==================== systolic_ctrl_ws
systolic_ctrl_ws, routed clock nets over the placement:
Drawn at 6 px/um.
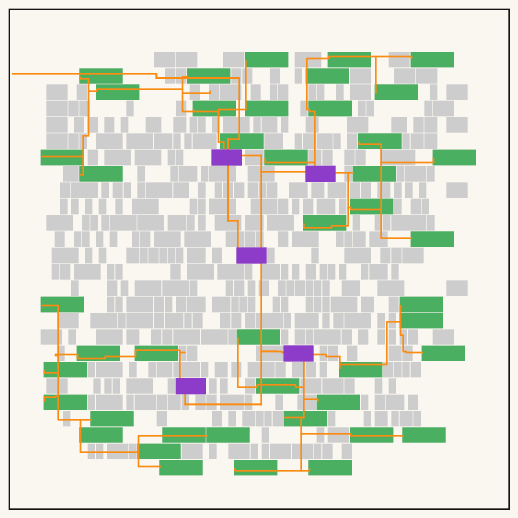

`src/rtl/systolic_ctrl_ws_pkg.sv`:
```
// Shared parameters for the weight-stationary systolic array: PE mode encodings,
// controller state encoding and a small index-width helper.
package systolic_ctrl_ws_pkg;

  localparam logic PEMODE_WL = 1'b0;
  localparam logic PEMODE_PS = 1'b1;

  typedef enum logic [2:0] {
    ST_IDLE    = 3'd0,
    ST_CLEAR   = 3'd1,
    ST_WLOAD   = 3'd2,
    ST_COMPUTE = 3'd3,
    ST_DONE    = 3'd4
  } state_e;

  // Index width that never collapses to zero bits for a single-entry dimension.
  function automatic int idx_w(input int n);
    return (n > 1) ? $clog2(n) : 1;
  endfunction

endpackage

```
`src/rtl/systolic_skew_gen.sv`:
```
// Diagonal activation skew: row r is fed during compute steps r .. r+vec_len-1.
module systolic_skew_gen #(
  parameter int ROWS  = 4,
  parameter int LEN_W = 8,
  parameter int CNT_W = 12
) (
  input  logic [CNT_W-1:0] t,
  input  logic [LEN_W-1:0] vec_len,
  output logic [ROWS-1:0]  a_row_en
);

  // Per-row window compare; counter width leaves headroom so r+vec_len never wraps.
  always_comb begin
    a_row_en = '0;
    for (int r = 0; r < ROWS; r++) begin
      if ((t >= CNT_W'(r)) && (t < (CNT_W'(r) + CNT_W'(vec_len)))) begin
        a_row_en[r] = 1'b1;
      end else begin
        a_row_en[r] = 1'b0;
      end
    end
  end

endmodule

```
`src/rtl/systolic_ctrl_ws.sv`:
```
// Job sequencer for a weight-stationary systolic array: clears partial sums, loads
// weights row by row, then streams skewed activations and reports completion.
module systolic_ctrl_ws
  import systolic_ctrl_ws_pkg::*;
#(
  parameter int ROWS  = 4,
  parameter int COLS  = 4,
  parameter int LEN_W = 8
) (
  input  logic                    clk,
  input  logic                    reset,
  input  logic                    start,
  input  logic [LEN_W-1:0]        vec_len,
  input  logic                    abort,
  output logic                    busy,
  output logic                    done,
  output logic                    pe_mode,
  output logic                    psum_clr,
  output logic                    w_req,
  output logic [idx_w(ROWS)-1:0]  w_row_idx,
  output logic [ROWS-1:0]         a_row_en,
  output logic [LEN_W-1:0]        a_vec_idx
);

  localparam int RIDX_W = idx_w(ROWS);
  localparam int CNT_W  = LEN_W + $clog2(ROWS + COLS) + 1;

  state_e              state_r, state_s;
  logic [LEN_W-1:0]    vec_len_r;
  logic [CNT_W-1:0]    t_r;
  logic [RIDX_W-1:0]   wcnt_r;
  logic [CNT_W-1:0]    t_last_s;
  logic                kill_s;
  logic [ROWS-1:0]     skew_en_s;

  logic                busy_s, done_s, pe_mode_s, psum_clr_s, w_req_s;
  logic [RIDX_W-1:0]   w_row_idx_s;
  logic [ROWS-1:0]     a_row_en_s;
  logic [LEN_W-1:0]    a_vec_idx_s;

  // Last compute step is vec_len+ROWS+COLS-3; modular add handles tiny arrays.
  assign t_last_s = CNT_W'(vec_len_r) + CNT_W'(ROWS + COLS - 3);
  assign kill_s   = abort && (state_r != ST_IDLE);

  systolic_skew_gen #(
    .ROWS  (ROWS),
    .LEN_W (LEN_W),
    .CNT_W (CNT_W)
  ) u_skew (
    .t        (t_r),
    .vec_len  (vec_len_r),
    .a_row_en (skew_en_s)
  );

  // Next-state logic; abort overrides every other transition.
  always_comb begin
    state_s = state_r;
    case (state_r)
      ST_IDLE:    if (start) state_s = ST_CLEAR; else state_s = ST_IDLE;
      ST_CLEAR:   state_s = ST_WLOAD;
      ST_WLOAD: begin
        if (wcnt_r == RIDX_W'(0)) begin
          if (vec_len_r == LEN_W'(0)) state_s = ST_DONE; else state_s = ST_COMPUTE;
        end else begin
          state_s = ST_WLOAD;
        end
      end
      ST_COMPUTE: if (t_r == t_last_s) state_s = ST_DONE; else state_s = ST_COMPUTE;
      ST_DONE:    state_s = ST_IDLE;
      default:    state_s = ST_IDLE;
    endcase
    if (kill_s) begin
      state_s = ST_IDLE;
    end else begin
      state_s = state_s;
    end
  end

  // State, latched job length and step counters.
  always_ff @(posedge clk) begin
    if (reset) begin
      state_r   <= ST_IDLE;
      vec_len_r <= '0;
      t_r       <= '0;
      wcnt_r    <= '0;
    end else begin
      state_r <= state_s;
      if ((state_r == ST_IDLE) && start) vec_len_r <= vec_len;
      else                               vec_len_r <= vec_len_r;
      if (state_r == ST_COMPUTE) t_r <= t_r + CNT_W'(1);
      else                       t_r <= '0;
      if (state_r == ST_WLOAD)   wcnt_r <= wcnt_r - RIDX_W'(1);
      else                       wcnt_r <= RIDX_W'(ROWS - 1);
    end
  end

  // Control decode from the current state; registered below, so the array lags by one cycle.
  always_comb begin
    busy_s      = (state_r != ST_IDLE);
    done_s      = (state_r == ST_DONE);
    psum_clr_s  = (state_r == ST_CLEAR);
    w_req_s     = (state_r == ST_WLOAD);
    pe_mode_s   = (state_r == ST_WLOAD) ? PEMODE_WL : PEMODE_PS;
    w_row_idx_s = (state_r == ST_WLOAD) ? wcnt_r : RIDX_W'(0);
    a_row_en_s  = '0;
    a_vec_idx_s = '0;
    if (state_r == ST_COMPUTE) begin
      a_row_en_s = skew_en_s;
      if (t_r < CNT_W'(vec_len_r)) a_vec_idx_s = t_r[LEN_W-1:0];
      else                         a_vec_idx_s = '0;
    end else begin
      a_row_en_s  = '0;
      a_vec_idx_s = '0;
    end
  end

  // Output registers; reset and abort drop straight to idle values so no done escapes.
  always_ff @(posedge clk) begin
    if (reset || kill_s) begin
      busy      <= 1'b0;
      done      <= 1'b0;
      pe_mode   <= PEMODE_PS;
      psum_clr  <= 1'b0;
      w_req     <= 1'b0;
      w_row_idx <= '0;
      a_row_en  <= '0;
      a_vec_idx <= '0;
    end else begin
      busy      <= busy_s;
      done      <= done_s;
      pe_mode   <= pe_mode_s;
      psum_clr  <= psum_clr_s;
      w_req     <= w_req_s;
      w_row_idx <= w_row_idx_s;
      a_row_en  <= a_row_en_s;
      a_vec_idx <= a_vec_idx_s;
    end
  end

endmodule
```
`config.mk`:
```
export PLATFORM = sky130hd
export DESIGN_NAME = systolic_ctrl_ws
export DESIGN_NICKNAME = d
export VERILOG_FILES = /design/src/rtl/systolic_ctrl_ws_pkg.sv /design/src/rtl/systolic_skew_gen.sv /design/src/rtl/systolic_ctrl_ws.sv
export SDC_FILE = /design/constraint.sdc
export NUM_CORES = 1
export LEC_CHECK = 0
export ABC_AREA = 1
export ABC_CLOCK_PERIOD_IN_PS = 2280
export CORE_MARGIN = 5
export CORE_UTILIZATION = 55
export DETAILED_ROUTE_END_ITERATION = 6
export MAX_ROUTING_LAYER = met4
export PLACE_DENSITY = 0.78
export SYNTH_ARGS = -nofsm -noshare
export SYNTH_HDL_FRONTEND = slang
export SYNTH_SLANG_ARGS = --single-unit
```
`constraint.sdc`:
```
create_clock -name clk -period 2.28 [get_ports clk]
set_input_delay 0.456 -clock clk [delete_from_list [all_inputs] [get_ports clk]]
set_output_delay 0.456 -clock clk [all_outputs]
set_load 0.01 [all_outputs]
```
==================== alu_cmd_sequencer
File: src/rtl/alu_cmd_sequencer.sv
// Command sequencer for the four-bit ALU: buffers {a, b, opcode} commands,
// drives them one at a time onto registered ALU inputs and returns the results.

package alu_pkg;
  typedef enum logic [2:0] {
    ADD = 3'd0,
    SUB = 3'd1,
    MUL = 3'd2,
    AND = 3'd3,
    DEC = 3'd4
  } alu_opcode_t;
endpackage

module alu_cmd_sequencer
  import alu_pkg::*;
#(
  parameter int N     = 8,
  parameter int DEPTH = 4
) (
  input  logic         clk,
  input  logic         rst,
  input  logic         cmd_valid,
  output logic         cmd_ready,
  input  logic [3:0]   cmd_a,
  input  logic [3:0]   cmd_b,
  input  alu_opcode_t  cmd_op,
  output logic [3:0]   alu_a,
  output logic [3:0]   alu_b,
  output alu_opcode_t  alu_opcode,
  input  logic [N-1:0] alu_result,
  output logic         rsp_valid,
  input  logic         rsp_ready,
  output logic [N-1:0] rsp_data,
  output alu_opcode_t  rsp_op,
  output logic         rsp_err,
  output logic         busy,
  output logic [7:0]   rsp_count
);

  localparam int AW = $clog2(DEPTH);

  typedef struct packed {
    logic [3:0]  a;
    logic [3:0]  b;
    alu_opcode_t op;
  } cmd_t;

  typedef enum logic [1:0] {IDLE, DRIVE, RESP} state_t;

  cmd_t          mem [DEPTH];
  logic [AW-1:0] wr_ptr;
  logic [AW-1:0] rd_ptr;
  logic [AW:0]   count;
  logic          full;
  logic          empty;
  logic          push;
  logic          pop;
  logic          capture;
  logic          fire;
  state_t        state;
  state_t        state_next;

  function automatic logic op_defined(input alu_opcode_t op);
    case (op)
      ADD, SUB, MUL, AND, DEC: return 1'b1;
      default:                 return 1'b0;
    endcase
  endfunction

  // Full is judged on the registered count, so a pop never makes room for a same-cycle push.
  assign full      = (count == (AW+1)'(DEPTH));
  assign empty     = (count == '0);
  assign cmd_ready = !full && !rst;
  assign push      = cmd_valid && cmd_ready;
  assign rsp_valid = (state == RESP);
  assign busy      = (state != IDLE) || !empty;

  always_ff @(posedge clk) begin
    if (push) begin
      mem[wr_ptr] <= '{a: cmd_a, b: cmd_b, op: cmd_op};
    end
  end

  always_ff @(posedge clk or posedge rst) begin
    if (rst) begin
      wr_ptr <= '0;
      rd_ptr <= '0;
      count  <= '0;
    end else begin
      if (push) wr_ptr <= wr_ptr + 1'b1;
      if (pop)  rd_ptr <= rd_ptr + 1'b1;
      count <= count + {{AW{1'b0}}, push} - {{AW{1'b0}}, pop};
    end
  end

  always_ff @(posedge clk or posedge rst) begin
    if (rst) state <= IDLE;
    else     state <= state_next;
  end

  always_comb begin
    state_next = state;
    pop        = 1'b0;
    capture    = 1'b0;
    fire       = 1'b0;
    case (state)
      IDLE: begin
        if (!empty) begin
          pop        = 1'b1;
          state_next = DRIVE;
        end
      end
      DRIVE: begin
        capture    = 1'b1;
        state_next = RESP;
      end
      RESP: begin
        if (rsp_ready) begin
          fire = 1'b1;
          if (!empty) begin
            pop        = 1'b1;
            state_next = DRIVE;
          end else begin
            state_next = IDLE;
          end
        end
      end
      default: state_next = IDLE;
    endcase
  end

  // Undefined opcodes still go to the ALU; the response just gets flagged.
  always_ff @(posedge clk or posedge rst) begin
    if (rst) begin
      alu_a      <= '0;
      alu_b      <= '0;
      alu_opcode <= ADD;
      rsp_data   <= '0;
      rsp_op     <= ADD;
      rsp_err    <= 1'b0;
      rsp_count  <= '0;
    end else begin
      if (pop) begin
        alu_a      <= mem[rd_ptr].a;
        alu_b      <= mem[rd_ptr].b;
        alu_opcode <= mem[rd_ptr].op;
      end
      if (capture) begin
        rsp_data <= alu_result;
        rsp_op   <= alu_opcode;
        rsp_err  <= !op_defined(alu_opcode);
      end
      if (fire) rsp_count <= rsp_count + 8'd1;
    end
  end

endmodule

File: config.mk
export PLATFORM = sky130hd
export DESIGN_NAME = alu_cmd_sequencer
export DESIGN_NICKNAME = d
export VERILOG_FILES = /design/src/rtl/alu_cmd_sequencer.sv
export SDC_FILE = /design/constraint.sdc
export NUM_CORES = 1
export LEC_CHECK = 0
export CORE_MARGIN = 2
export CORE_UTILIZATION = 49
export CTS_BUF_LIST = sky130_fd_sc_hd__clkbuf_2
export DETAILED_ROUTE_END_ITERATION = 8
export PLACE_DENSITY = 0.83
export SLEW_MARGIN = 20
export SYNTH_ARGS = -nofsm -noshare
export SYNTH_HDL_FRONTEND = slang
export SYNTH_SLANG_ARGS = --single-unit
File: constraint.sdc
create_clock -name clk -period 2.23 [get_ports clk]
set_input_delay 0.446 -clock clk [delete_from_list [all_inputs] [get_ports clk]]
set_output_delay 0.446 -clock clk [all_outputs]
set_load 0.03 [all_outputs]
==================== controle_jogo
$ cat src/rtl/controle_jogo.sv
// -----------------------------------------------------------------------------
// controle_jogo
//   Game-control stage that sits after the comparator hint block.
//   - Synchronizes the raw "confirm" button and turns each press into a single
//     one-cycle event.
//   - On each event, samples the comparator result and sequences the game:
//     guess senha A, then senha B, then win or lose.
//   - Drives modoB back to the comparator and latches the last hint.
//
// Ports
//   clk          in   system clock
//   rst          in   asynchronous reset, active-high
//   confirma     in   raw confirm button level (asynchronous to clk)
//   reiniciar    in   synchronous restart request, level, active-high
//   comp[1:0]    in   comparator result: 00 less, 01 greater, 10 equal, 11 invalid
//   modoB        out  0 = comparing senha A, 1 = comparing senha B
//   dica[1:0]    out  comp value latched at the last accepted attempt
//   dica_valida  out  1 once an attempt has been accepted in this game
//   tentativas   out  attempts used so far
//   restantes    out  MAX_TENT - tentativas
//   vitoria      out  game won
//   derrota      out  game lost
// -----------------------------------------------------------------------------
module controle_jogo #(
  parameter int MAX_TENT = 8
) (
  input  logic       clk,
  input  logic       rst,
  input  logic       confirma,
  input  logic       reiniciar,
  input  logic [1:0] comp,
  output logic       modoB,
  output logic [1:0] dica,
  output logic       dica_valida,
  output logic [3:0] tentativas,
  output logic [3:0] restantes,
  output logic       vitoria,
  output logic       derrota
);

  localparam logic [3:0] MAX_T = 4'(MAX_TENT);

  localparam logic [1:0] COMP_IGUAL    = 2'b10;
  localparam logic [1:0] COMP_INVALIDO = 2'b11;

  typedef enum logic [1:0] {
    SENHA_A = 2'd0,
    SENHA_B = 2'd1,
    VITORIA = 2'd2,
    DERROTA = 2'd3
  } estado_t;

  estado_t     estado_r;
  estado_t     proxEstado_s;
  logic [3:0]  tentativas_r;
  logic [3:0]  proxTent_s;
  logic [1:0]  dica_r;
  logic        dicaValida_r;
  logic        aceito_s;

  logic        s1_r;
  logic        s2_r;
  logic        s3_r;
  logic        ev_s;

  // Two-flop synchronizer plus history flop for the confirm button.
  // Restart does not touch these, so a button held across a restart
  // cannot generate a second event.
  always_ff @(posedge clk or posedge rst) begin
    if (rst) begin
      s1_r <= 1'b0;
      s2_r <= 1'b0;
      s3_r <= 1'b0;
    end else begin
      s1_r <= confirma;
      s2_r <= s1_r;
      s3_r <= s2_r;
    end
  end

  // Rising edge of the synchronized button: one cycle per press.
  assign ev_s = s2_r & ~s3_r;

  // Next-state and counter decode for an accepted attempt.
  always_comb begin
    aceito_s     = 1'b0;
    proxEstado_s = estado_r;
    proxTent_s   = tentativas_r;
    if (ev_s && (estado_r == SENHA_A || estado_r == SENHA_B) && comp != COMP_INVALIDO) begin
      aceito_s = 1'b1;
      // Saturate: a win on the last attempt in SENHA_A leaves the count at
      // MAX_TENT while the game continues in SENHA_B.
      if (tentativas_r >= MAX_T) begin
        proxTent_s = MAX_T;
      end else begin
        proxTent_s = tentativas_r + 4'd1;
      end
      case (estado_r)
        SENHA_A: begin
          if (comp == COMP_IGUAL) begin
            proxEstado_s = SENHA_B;
          end else if (tentativas_r >= MAX_T - 4'd1) begin
            proxEstado_s = DERROTA;
          end else begin
            proxEstado_s = SENHA_A;
          end
        end
        SENHA_B: begin
          if (comp == COMP_IGUAL) begin
            proxEstado_s = VITORIA;
          end else if (tentativas_r >= MAX_T - 4'd1) begin
            proxEstado_s = DERROTA;
          end else begin
            proxEstado_s = SENHA_B;
          end
        end
        default: begin
          proxEstado_s = estado_r;
        end
      endcase
    end else begin
      aceito_s = 1'b0;
    end
  end

  // Game state, attempt counter and latched hint. Restart wins over a
  // simultaneous event.
  always_ff @(posedge clk or posedge rst) begin
    if (rst) begin
      estado_r     <= SENHA_A;
      tentativas_r <= 4'd0;
      dica_r       <= 2'b00;
      dicaValida_r <= 1'b0;
    end else if (reiniciar) begin
      estado_r     <= SENHA_A;
      tentativas_r <= 4'd0;
      dica_r       <= 2'b00;
      dicaValida_r <= 1'b0;
    end else if (aceito_s) begin
      estado_r     <= proxEstado_s;
      tentativas_r <= proxTent_s;
      dica_r       <= comp;
      dicaValida_r <= 1'b1;
    end else begin
      estado_r     <= estado_r;
      tentativas_r <= tentativas_r;
      dica_r       <= dica_r;
      dicaValida_r <= dicaValida_r;
    end
  end

  // Outputs decoded directly from registers (no input-to-output paths).
  assign modoB       = (estado_r == SENHA_B);
  assign vitoria     = (estado_r == VITORIA);
  assign derrota     = (estado_r == DERROTA);
  assign dica        = dica_r;
  assign dica_valida = dicaValida_r;
  assign tentativas  = tentativas_r;
  assign restantes   = MAX_T - tentativas_r;

endmodule
$ cat config.mk
export PLATFORM = sky130hd
export DESIGN_NAME = controle_jogo
export DESIGN_NICKNAME = d
export VERILOG_FILES = /design/src/rtl/controle_jogo.sv
export SDC_FILE = /design/constraint.sdc
export NUM_CORES = 1
export LEC_CHECK = 0
export CAP_MARGIN = 15
export CORE_AREA = 8 8 46 48
export CTS_BUF_LIST = sky130_fd_sc_hd__clkbuf_16
export DETAILED_ROUTE_END_ITERATION = 6
export DIE_AREA = 0 0 54 56
export PLACE_DENSITY = 0.76
export SETUP_SLACK_MARGIN = 0.2
export SLEW_MARGIN = 40
export SYNTH_ARGS = -nofsm -noshare
export SYNTH_HDL_FRONTEND = slang
export SYNTH_SLANG_ARGS = --single-unit
$ cat constraint.sdc
create_clock -name clk -period 5.1 [get_ports clk]
set_clock_uncertainty 0.15 [all_clocks]
set_input_delay 1.02 -clock clk [delete_from_list [all_inputs] [get_ports clk]]
set_output_delay 1.02 -clock clk [all_outputs]
set_load 0.02 [all_outputs]
==================== i2c_slave
File: src/rtl/i2c_slave_pkg.sv
// Shared definitions for the I2C target and its helpers.
//   i2c_state_e      : protocol FSM states of the target
//   I2C_ACK/I2C_NACK : SDA level of the acknowledge bit
//   I2C_DEFAULT_ADDR : default 7-bit bus address
//   ptr_next()       : register-pointer advance after an acknowledged byte
// Configuration macro: I2C_SLAVE_AUTOINC_EN (defined -> pointer auto-increments,
// wrapping 8'hFF -> 8'h00; undefined -> pointer only changes on the REG byte).
package i2c_slave_pkg;

  typedef enum logic [3:0] {
    ST_IDLE,
    ST_ADDR,
    ST_ADDR_ACK,
    ST_REG,
    ST_REG_ACK,
    ST_WDATA,
    ST_WDATA_ACK,
    ST_RDATA,
    ST_RACK,
    ST_IGNORE
  } i2c_state_e;

  localparam logic       I2C_ACK          = 1'b0;
  localparam logic       I2C_NACK         = 1'b1;
  localparam logic [6:0] I2C_DEFAULT_ADDR = 7'h50;

  function automatic logic [7:0] ptr_next(input logic [7:0] ptr);
`ifdef I2C_SLAVE_AUTOINC_EN
    return ptr + 8'd1;
`else
    return ptr;
`endif
  endfunction

endpackage

File: src/rtl/i2c_slave_line_cond.sv
// i2c_line_cond: SCL/SDA conditioner for I2C bus monitoring.
// Synchronises both pad levels through SYNC flops (reset to 1 = idle bus),
// keeps one previous-sample flop per line and derives single-clk events.
//   clk, rst    : system clock, async active-high reset
//   scl_i,sda_i : raw pad levels
//   sda_o       : synchronised SDA level
//   scl_rise_o  : SCL 0->1 seen this clk
//   scl_fall_o  : SCL 1->0 seen this clk
//   start_o     : SDA fell while SCL high (START / repeated START)
//   stop_o      : SDA rose while SCL high (STOP)
module i2c_line_cond #(
  parameter int unsigned SYNC = 2
) (
  input  logic clk,
  input  logic rst,
  input  logic scl_i,
  input  logic sda_i,
  output logic sda_o,
  output logic scl_rise_o,
  output logic scl_fall_o,
  output logic start_o,
  output logic stop_o
);

  logic [SYNC-1:0] scl_sync_q;
  logic [SYNC-1:0] sda_sync_q;
  logic            scl_prev_q;
  logic            sda_prev_q;
  logic            scl_s;
  logic            sda_s;

  always_ff @(posedge clk or posedge rst) begin
    if (rst) begin
      scl_sync_q <= '1;
      sda_sync_q <= '1;
      scl_prev_q <= 1'b1;
      sda_prev_q <= 1'b1;
    end else begin
      scl_sync_q <= {scl_sync_q[SYNC-2:0], scl_i};
      sda_sync_q <= {sda_sync_q[SYNC-2:0], sda_i};
      scl_prev_q <= scl_sync_q[SYNC-1];
      sda_prev_q <= sda_sync_q[SYNC-1];
    end
  end

  assign scl_s = scl_sync_q[SYNC-1];
  assign sda_s = sda_sync_q[SYNC-1];

  assign sda_o      = sda_s;
  assign scl_rise_o = scl_s & ~scl_prev_q;
  assign scl_fall_o = ~scl_s & scl_prev_q;
  // SCL must be high in both samples so an SDA edge landing in the same clk
  // as an SCL edge is never mistaken for START/STOP.
  assign start_o    = scl_s & scl_prev_q & sda_prev_q & ~sda_s;
  assign stop_o     = scl_s & scl_prev_q & ~sda_prev_q & sda_s;

endmodule

File: src/rtl/i2c_slave.sv
// i2c_slave: I2C target (no clock stretching) with a register-port interface.
// Answers 7-bit address ADDR, supports pointer writes, data writes and
// combined (repeated START) reads. Optional pointer auto-increment is
// enabled by the macro I2C_SLAVE_AUTOINC_EN.
//   clk, rst  : system clock, async active-high reset
//   scl_in    : SCL pad level (input only)
//   sda_in    : SDA pad level
//   sda_oe    : 1 = pull SDA low, 0 = release (open-drain)
//   reg_addr  : register pointer
//   reg_wdata : write data, valid while reg_we=1
//   reg_we    : one-clk write strobe
//   reg_re    : one-clk read strobe
//   reg_rdata : combinational read data for reg_addr
//   busy      : high from address match until START/STOP/NACK
module i2c_slave
  import i2c_slave_pkg::*;
#(
  parameter logic [6:0]  ADDR = I2C_DEFAULT_ADDR,
  parameter int unsigned SYNC = 2
) (
  input  logic       clk,
  input  logic       rst,
  input  logic       scl_in,
  input  logic       sda_in,
  output logic       sda_oe,
  output logic [7:0] reg_addr,
  output logic [7:0] reg_wdata,
  output logic       reg_we,
  output logic       reg_re,
  input  logic [7:0] reg_rdata,
  output logic       busy
);

  logic sda_lvl;
  logic scl_rise;
  logic scl_fall;
  logic bus_start;
  logic bus_stop;

  i2c_line_cond #(
    .SYNC(SYNC)
  ) u_cond (
    .clk       (clk),
    .rst       (rst),
    .scl_i     (scl_in),
    .sda_i     (sda_in),
    .sda_o     (sda_lvl),
    .scl_rise_o(scl_rise),
    .scl_fall_o(scl_fall),
    .start_o   (bus_start),
    .stop_o    (bus_stop)
  );

  i2c_state_e state_q;
  logic [2:0] cnt_q;
  logic       full_q;
  logic [7:0] shift_q;
  logic [6:0] tx_q;
  logic       rw_q;
  logic       sda_oe_q;
  logic [7:0] reg_addr_q;
  logic [7:0] reg_wdata_q;
  logic       reg_we_q;
  logic       reg_re_q;
  logic       busy_q;

  always_ff @(posedge clk or posedge rst) begin
    if (rst) begin
      state_q     <= ST_IDLE;
      cnt_q       <= '0;
      full_q      <= 1'b0;
      shift_q     <= '0;
      tx_q        <= '0;
      rw_q        <= 1'b0;
      sda_oe_q    <= 1'b0;
      reg_addr_q  <= '0;
      reg_wdata_q <= '0;
      reg_we_q    <= 1'b0;
      reg_re_q    <= 1'b0;
      busy_q      <= 1'b0;
    end else begin
      reg_we_q <= 1'b0;
      reg_re_q <= 1'b0;

      if (bus_start) begin
        state_q  <= ST_ADDR;
        cnt_q    <= '0;
        full_q   <= 1'b0;
        sda_oe_q <= 1'b0;
        busy_q   <= 1'b0;
      end else if (bus_stop) begin
        state_q  <= ST_IDLE;
        cnt_q    <= '0;
        full_q   <= 1'b0;
        sda_oe_q <= 1'b0;
        busy_q   <= 1'b0;
      end else if (scl_rise) begin
        case (state_q)
          ST_ADDR, ST_REG, ST_WDATA: begin
            shift_q <= {shift_q[6:0], sda_lvl};
            cnt_q   <= cnt_q + 3'd1;
            if (cnt_q == 3'd7) full_q <= 1'b1;
          end
          ST_RDATA: begin
            cnt_q <= cnt_q + 3'd1;
            if (cnt_q == 3'd7) full_q <= 1'b1;
          end
          ST_RACK: begin
            if (sda_lvl == I2C_NACK) begin
              state_q <= ST_IGNORE;
              busy_q  <= 1'b0;
            end else begin
              // Pointer advances on the ACK sample rather than the following
              // SCL fall, so reg_rdata already reflects the new pointer when
              // the next byte is loaded at that fall.
              reg_addr_q <= ptr_next(reg_addr_q);
            end
          end
          default: ;
        endcase
      end else if (scl_fall) begin
        case (state_q)
          ST_ADDR: begin
            if (full_q) begin
              full_q <= 1'b0;
              if (shift_q[7:1] == ADDR) begin
                state_q  <= ST_ADDR_ACK;
                rw_q     <= shift_q[0];
                sda_oe_q <= 1'b1;
                busy_q   <= 1'b1;
              end else begin
                state_q <= ST_IGNORE;
              end
            end
          end
          ST_ADDR_ACK: begin
            if (rw_q) begin
              state_q  <= ST_RDATA;
              reg_re_q <= 1'b1;
              tx_q     <= reg_rdata[6:0];
              sda_oe_q <= ~reg_rdata[7];
            end else begin
              state_q  <= ST_REG;
              sda_oe_q <= 1'b0;
            end
          end
          ST_REG: begin
            if (full_q) begin
              full_q     <= 1'b0;
              reg_addr_q <= shift_q;
              sda_oe_q   <= 1'b1;
              state_q    <= ST_REG_ACK;
            end
          end
          ST_REG_ACK: begin
            sda_oe_q <= 1'b0;
            state_q  <= ST_WDATA;
          end
          ST_WDATA: begin
            if (full_q) begin
              full_q      <= 1'b0;
              reg_wdata_q <= shift_q;
              reg_we_q    <= 1'b1;
              sda_oe_q    <= 1'b1;
              state_q     <= ST_WDATA_ACK;
            end
          end
          ST_WDATA_ACK: begin
            sda_oe_q   <= 1'b0;
            reg_addr_q <= ptr_next(reg_addr_q);
            state_q    <= ST_WDATA;
          end
          ST_RDATA: begin
            if (full_q) begin
              full_q   <= 1'b0;
              sda_oe_q <= 1'b0;
              state_q  <= ST_RACK;
            end else begin
              tx_q     <= {tx_q[5:0], 1'b0};
              sda_oe_q <= ~tx_q[6];
            end
          end
          ST_RACK: begin
            // Only reached after a master ACK; NACK already left for IGNORE.
            state_q  <= ST_RDATA;
            reg_re_q <= 1'b1;
            tx_q     <= reg_rdata[6:0];
            sda_oe_q <= ~reg_rdata[7];
          end
          ST_IGNORE: begin
            sda_oe_q <= 1'b0;
          end
          default: ;
        endcase
      end
    end
  end

  assign sda_oe    = sda_oe_q;
  assign reg_addr  = reg_addr_q;
  assign reg_wdata = reg_wdata_q;
  assign reg_we    = reg_we_q;
  assign reg_re    = reg_re_q;
  assign busy      = busy_q;

endmodule

File: config.mk
export PLATFORM = sky130hd
export DESIGN_NAME = i2c_slave
export DESIGN_NICKNAME = d
export VERILOG_FILES = /design/src/rtl/i2c_slave_pkg.sv /design/src/rtl/i2c_slave_line_cond.sv /design/src/rtl/i2c_slave.sv
export SDC_FILE = /design/constraint.sdc
export NUM_CORES = 1
export LEC_CHECK = 0
export CAP_MARGIN = 0
export CORE_ASPECT_RATIO = 1.2
export CORE_MARGIN = 2
export CORE_UTILIZATION = 40
export CTS_BUF_LIST = sky130_fd_sc_hd__clkbuf_8
export CTS_CLUSTER_DIAMETER = 40
export DETAILED_ROUTE_END_ITERATION = 8
export HOLD_SLACK_MARGIN = 0.03
export SLEW_MARGIN = 15
export SYNTH_ARGS = -nofsm -noshare
export SYNTH_HDL_FRONTEND = slang
export SYNTH_SLANG_ARGS = --single-unit
File: constraint.sdc
create_clock -name clk -period 2.3 [get_ports clk]
set_input_delay 0.69 -clock clk [delete_from_list [all_inputs] [get_ports clk]]
set_output_delay 0.69 -clock clk [all_outputs]
set_load 0.02 [all_outputs]
controle_jogo, routed clock nets over the placement:
Drawn at 8 px/um.
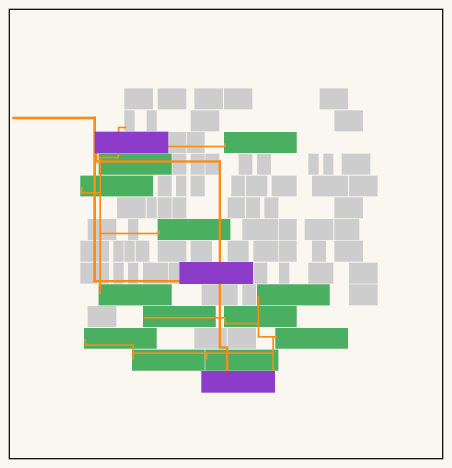
[flip-flops] green | count: 12
[clock wires] orange | length: 195 um
[clock drivers] purple | count: 3
routed clock nets: 4
Clk pwr share: 0.512
Worst-Skew Late Latency: 240 ps

==> flow_metrics.env, controle_jogo <==
# physical design summary
export IMPL_outcome="complete, no violations"
export IMPL_ir_worst_vdd_mv=0.236
export IMPL_fin_cells=98
export IMPL_cts_repair_resize_count=0
export IMPL_min_period_ps=2910
export IMPL_cap_violations=0
export IMPL_antenna_left=0
export IMPL_die_area_mm2=0.00302
export IMPL_combPwrFrac=0.125
export IMPL_crit_chain="nor3_1 > xor2_1 > clkdlybuf4s50_1"
export IMPL_report_power_total_w=0.000281
export IMPL_p_leak_nw=0.379
export IMPL_drt_wl_total_um=1390
export IMPL_cts_clk_slew_worst_paths_ps=40
export IMPL_ff_count=12
export IMPL_cp_max_fo=8
export IMPL_ys_types=26
export IMPL_ys_sh_mux=0
export IMPL_highest_layer="met4"
export IMPL_netlist_instances=61
export IMPL_drc=0
export IMPL_pg_seq_w=0.000102
export IMPL_pg_clk_w=0.000144
export IMPL_synth_top_cell_area_share=0.495
export IMPL_placementRows=14
export IMPL_fin_util=0.613
export IMPL_reg2reg_slack_ps=3410
export IMPL_syn_cell_area_um2=607
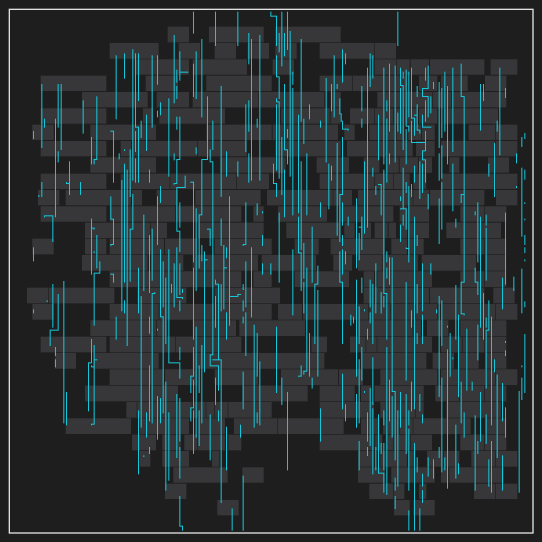
alu_cmd_sequencer: metal 2
Drawn at 6 px/um.
wire length on this layer: 3080 um
main direction: vertical
longest straight run: 32.1 um
share of all routed wire: 51%
nets with wire on the layer: 264
vias: 1842
met2 usage: 0.281
final wirelength: 6030 um

==> flow_metrics.env, alu_cmd_sequencer <==
# physical design summary
export IMPL_endpoint="count[2]"
export IMPL_setup_violations=0
export IMPL_first_pass_iters=4
export IMPL_syn_to_final_growth_pct=27.6
export IMPL_p_switching_w=0.00214
export IMPL_port_buffer_count=56
export IMPL_hold_viol=0
export IMPL_hold_slack_ps=489
export IMPL_tap_cells=80
export IMPL_grt_start_max_net_pins=41
export IMPL_ys_warn_count=0
export IMPL_min_path_cells=1
export IMPL_comb_area_mm2=0.00100
export IMPL_outcome="complete, no violations"
export IMPL_cts_repair_resize_count=2
export IMPL_ir_worst_vdd_mv=0.479
export IMPL_numCtsBuffers=9
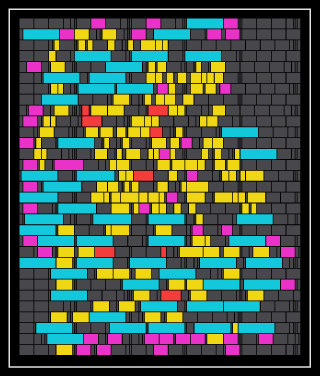
i2c_slave: cell classes on the final placement
Drawn at 4 px/um. Fill, decap, tap and diode cells in grey.
| class | colour | cells |
|---|---|---|
| combinational and other logic | yellow | 148 |
| clock drivers and dummy loads | red | 8 |
| remaining buffers and delay cells | magenta | 41 |
| sequential cells | cyan | 50 |
total core area: 0.00593 mm^2
final standard cell area without fillers: 0.00295 mm^2
Std-Cell Rows: 31

==> flow_metrics.env, i2c_slave <==
# physical design summary
export IMPL_ys_chip_area_mm2=0.00241
export IMPL_final_clk_cell_share=0.0293
export IMPL_comb_area_mm2=0.00108
export IMPL_cp_max_fo=5
export IMPL_slew_limit_headroom=0.646
export IMPL_gp_congestion=0.781
export IMPL_outcome="complete, no violations"
export IMPL_openroad_warnings=28
export IMPL_die_h_um=89.1
export IMPL_cts_clk_slew_worst_paths_ps=100
export IMPL_report_power_total_w=0.00230
export IMPL_netlist_instances=209
export IMPL_slew_viol_final=0
export IMPL_synthXorXnorAreaFrac=0.0109
export IMPL_grt_busiest_layer="met2"
export IMPL_fin_nets=263
export IMPL_fin_cells=329
export IMPL_pg_clk_w=0.000513
export IMPL_p_int_w=0.00154
export IMPL_worst_path_max_delay_cell="or4_4"
export IMPL_cts_tree="done"
export IMPL_ff_type="dfrtp_1"
export IMPL_fin_util=0.497
export IMPL_synth_avg_cell_area_um2=11.5
export IMPL_worstSetupStartpointType="flip-flop"
export IMPL_cts_repair_resize_count=0
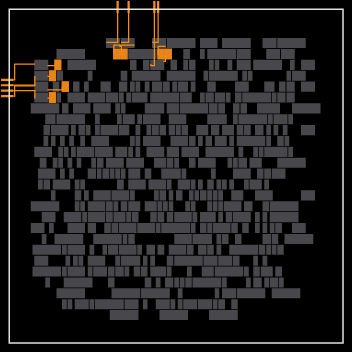
systolic_ctrl_ws: wires at chosen ports, followed through buffers
Drawn at 4 px/um.
| port | colour | bits | direction | edge | end cells | buffers | wire |
|---|---|---|---|---|---|---|---|
| vec_len | orange | 8 | input | 4 left, 4 top | 8 | 8 | 99.9 um |
I/O pin cnt: 31
Port Buffer Count: 30

Notes on 'routed clock nets over the placement' of systolic_ctrl_ws above:
[clock drivers] purple | count: 5
[flip-flops] green | count: 44
[clock wires] orange | length: 566 um
flops lie: spread over the die
routed clock nets: 6
Clock Skew: 6.16 ps
Power Clock: 0.000466 W
Worst-Skew Late Latency: 290 ps
Clk pwr share: 0.266

==> flow_metrics.env, systolic_ctrl_ws <==
# physical design summary
export IMPL_outcome="complete, no violations"
export IMPL_hold_slack_ps=435
export IMPL_tap_cells=70
export IMPL_first_pass_iters=5
export IMPL_synth_top_cells_by_count="nand2_1, dfxtp_1, ha_1"
export IMPL_ys_top_logic_family="simple AND/OR/NAND/NOR gates"
export IMPL_grt_use_met2=0.327
export IMPL_cts_max_level=2
export IMPL_most_common_cell="nand2_1"
export IMPL_numCtsBuffers=5
export IMPL_cts_sinks=44
export IMPL_crit_path_start="vec_len_r[1]"
export IMPL_gp_congestion=0.932
export IMPL_netlist_instances=392
export IMPL_cp_data_required_time_ps=2460
export IMPL_ys_sh_mux=0
export IMPL_ys_chip_area_mm2=0.00294
export IMPL_drt_iter0_markers=164
export IMPL_synthXorXnorAreaFrac=0.0597
export IMPL_ys_cells=392
export IMPL_fin_nets=484
export IMPL_drt_wirelength_per_cell_um=13.8
export IMPL_clock_path_buffers=2
export IMPL_ys_warn_count=0
export IMPL_crit_chain="inv_1 > ha_1 > a21o_1 > xor2_1 > ha_1 > nand2_1 > o21ai_0 > nand3_1 > nand2_1 > nand3_1 > nand2_1 > a21oi_1"
export IMPL_aoi_share=0.115
export IMPL_worst_setup_path_end_kind="flip-flop"
export IMPL_yosys_area_share_adder=0.187
export IMPL_grt_first_pass_wirelength_um=11200
export IMPL_comb_area_mm2=0.00182
export IMPL_place_detailed_hpwl_um=5460
export IMPL_grt_start_max_net_pins=18
export IMPL_synth_area_leader_cell="dfxtp_1"
export IMPL_slew_limit_headroom=0.703
export IMPL_vias=2632
export IMPL_cts_hold_buf=0
export IMPL_p_leak_nw=1.50
export IMPL_tns_ps=0
export IMPL_wl_met3_um=327
export IMPL_final_clk_cell_share=0.0229
export IMPL_report_power_total_w=0.00175
export IMPL_cts_tree="done"


==> gallery <==
Wires at chosen ports, followed through buffers.
(a)
Drawn at 6 px/um.
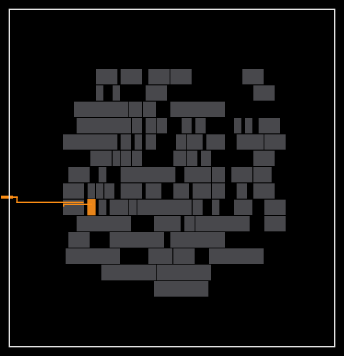
(b)
Drawn at 4 px/um.
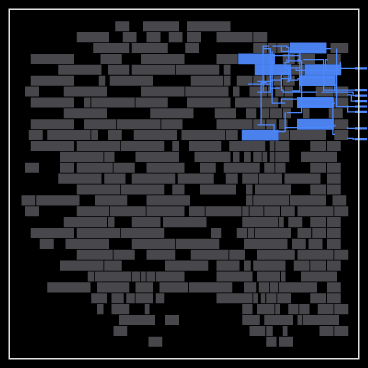
(c)
Drawn at 4 px/um.
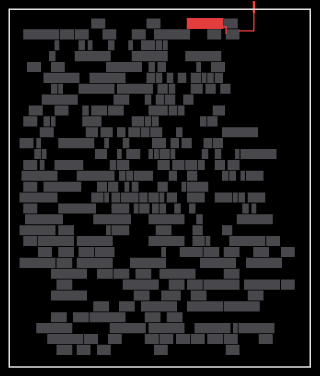
The one with the smallest die is (a).
(c) is i2c_slave.
(a) is controle_jogo.
(b) is alu_cmd_sequencer.

Key to (c):
| port | colour | bits | direction | edge | end cells | buffers | wire |
|---|---|---|---|---|---|---|---|
| reg_re | red | 1 | output | top | 1 | 1 | 11.2 um |


==> screenshots <==
Metal 2.
shot_01.png
Drawn at 6 px/um.
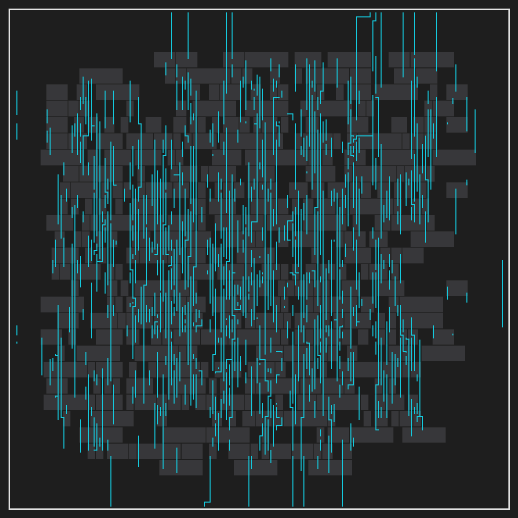
shot_02.png
Drawn at 6 px/um.
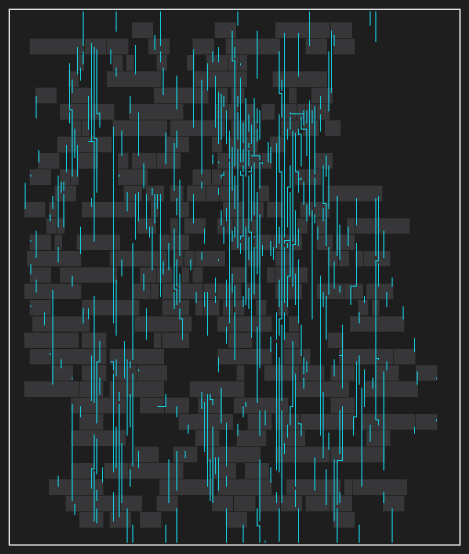
shot_03.png
Drawn at 8 px/um.
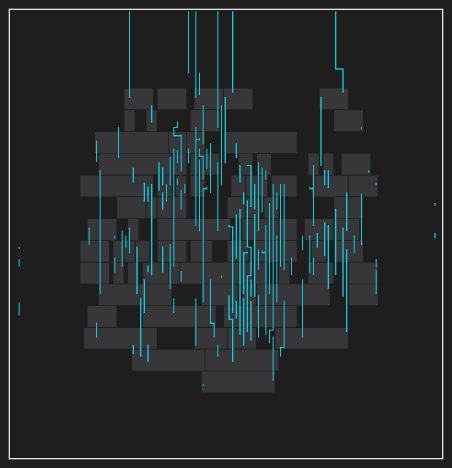
shot_01.png is systolic_ctrl_ws.
shot_02.png is i2c_slave.
shot_03.png is controle_jogo.
The one with the smallest die is shot_03.png.

Key to shot_03.png:
share of all routed wire: 44%
main direction: vertical
nets with wire on the layer: 79
wire length on this layer: 605 um

No activity file was given, so power comes from the tool's default toggle rates.
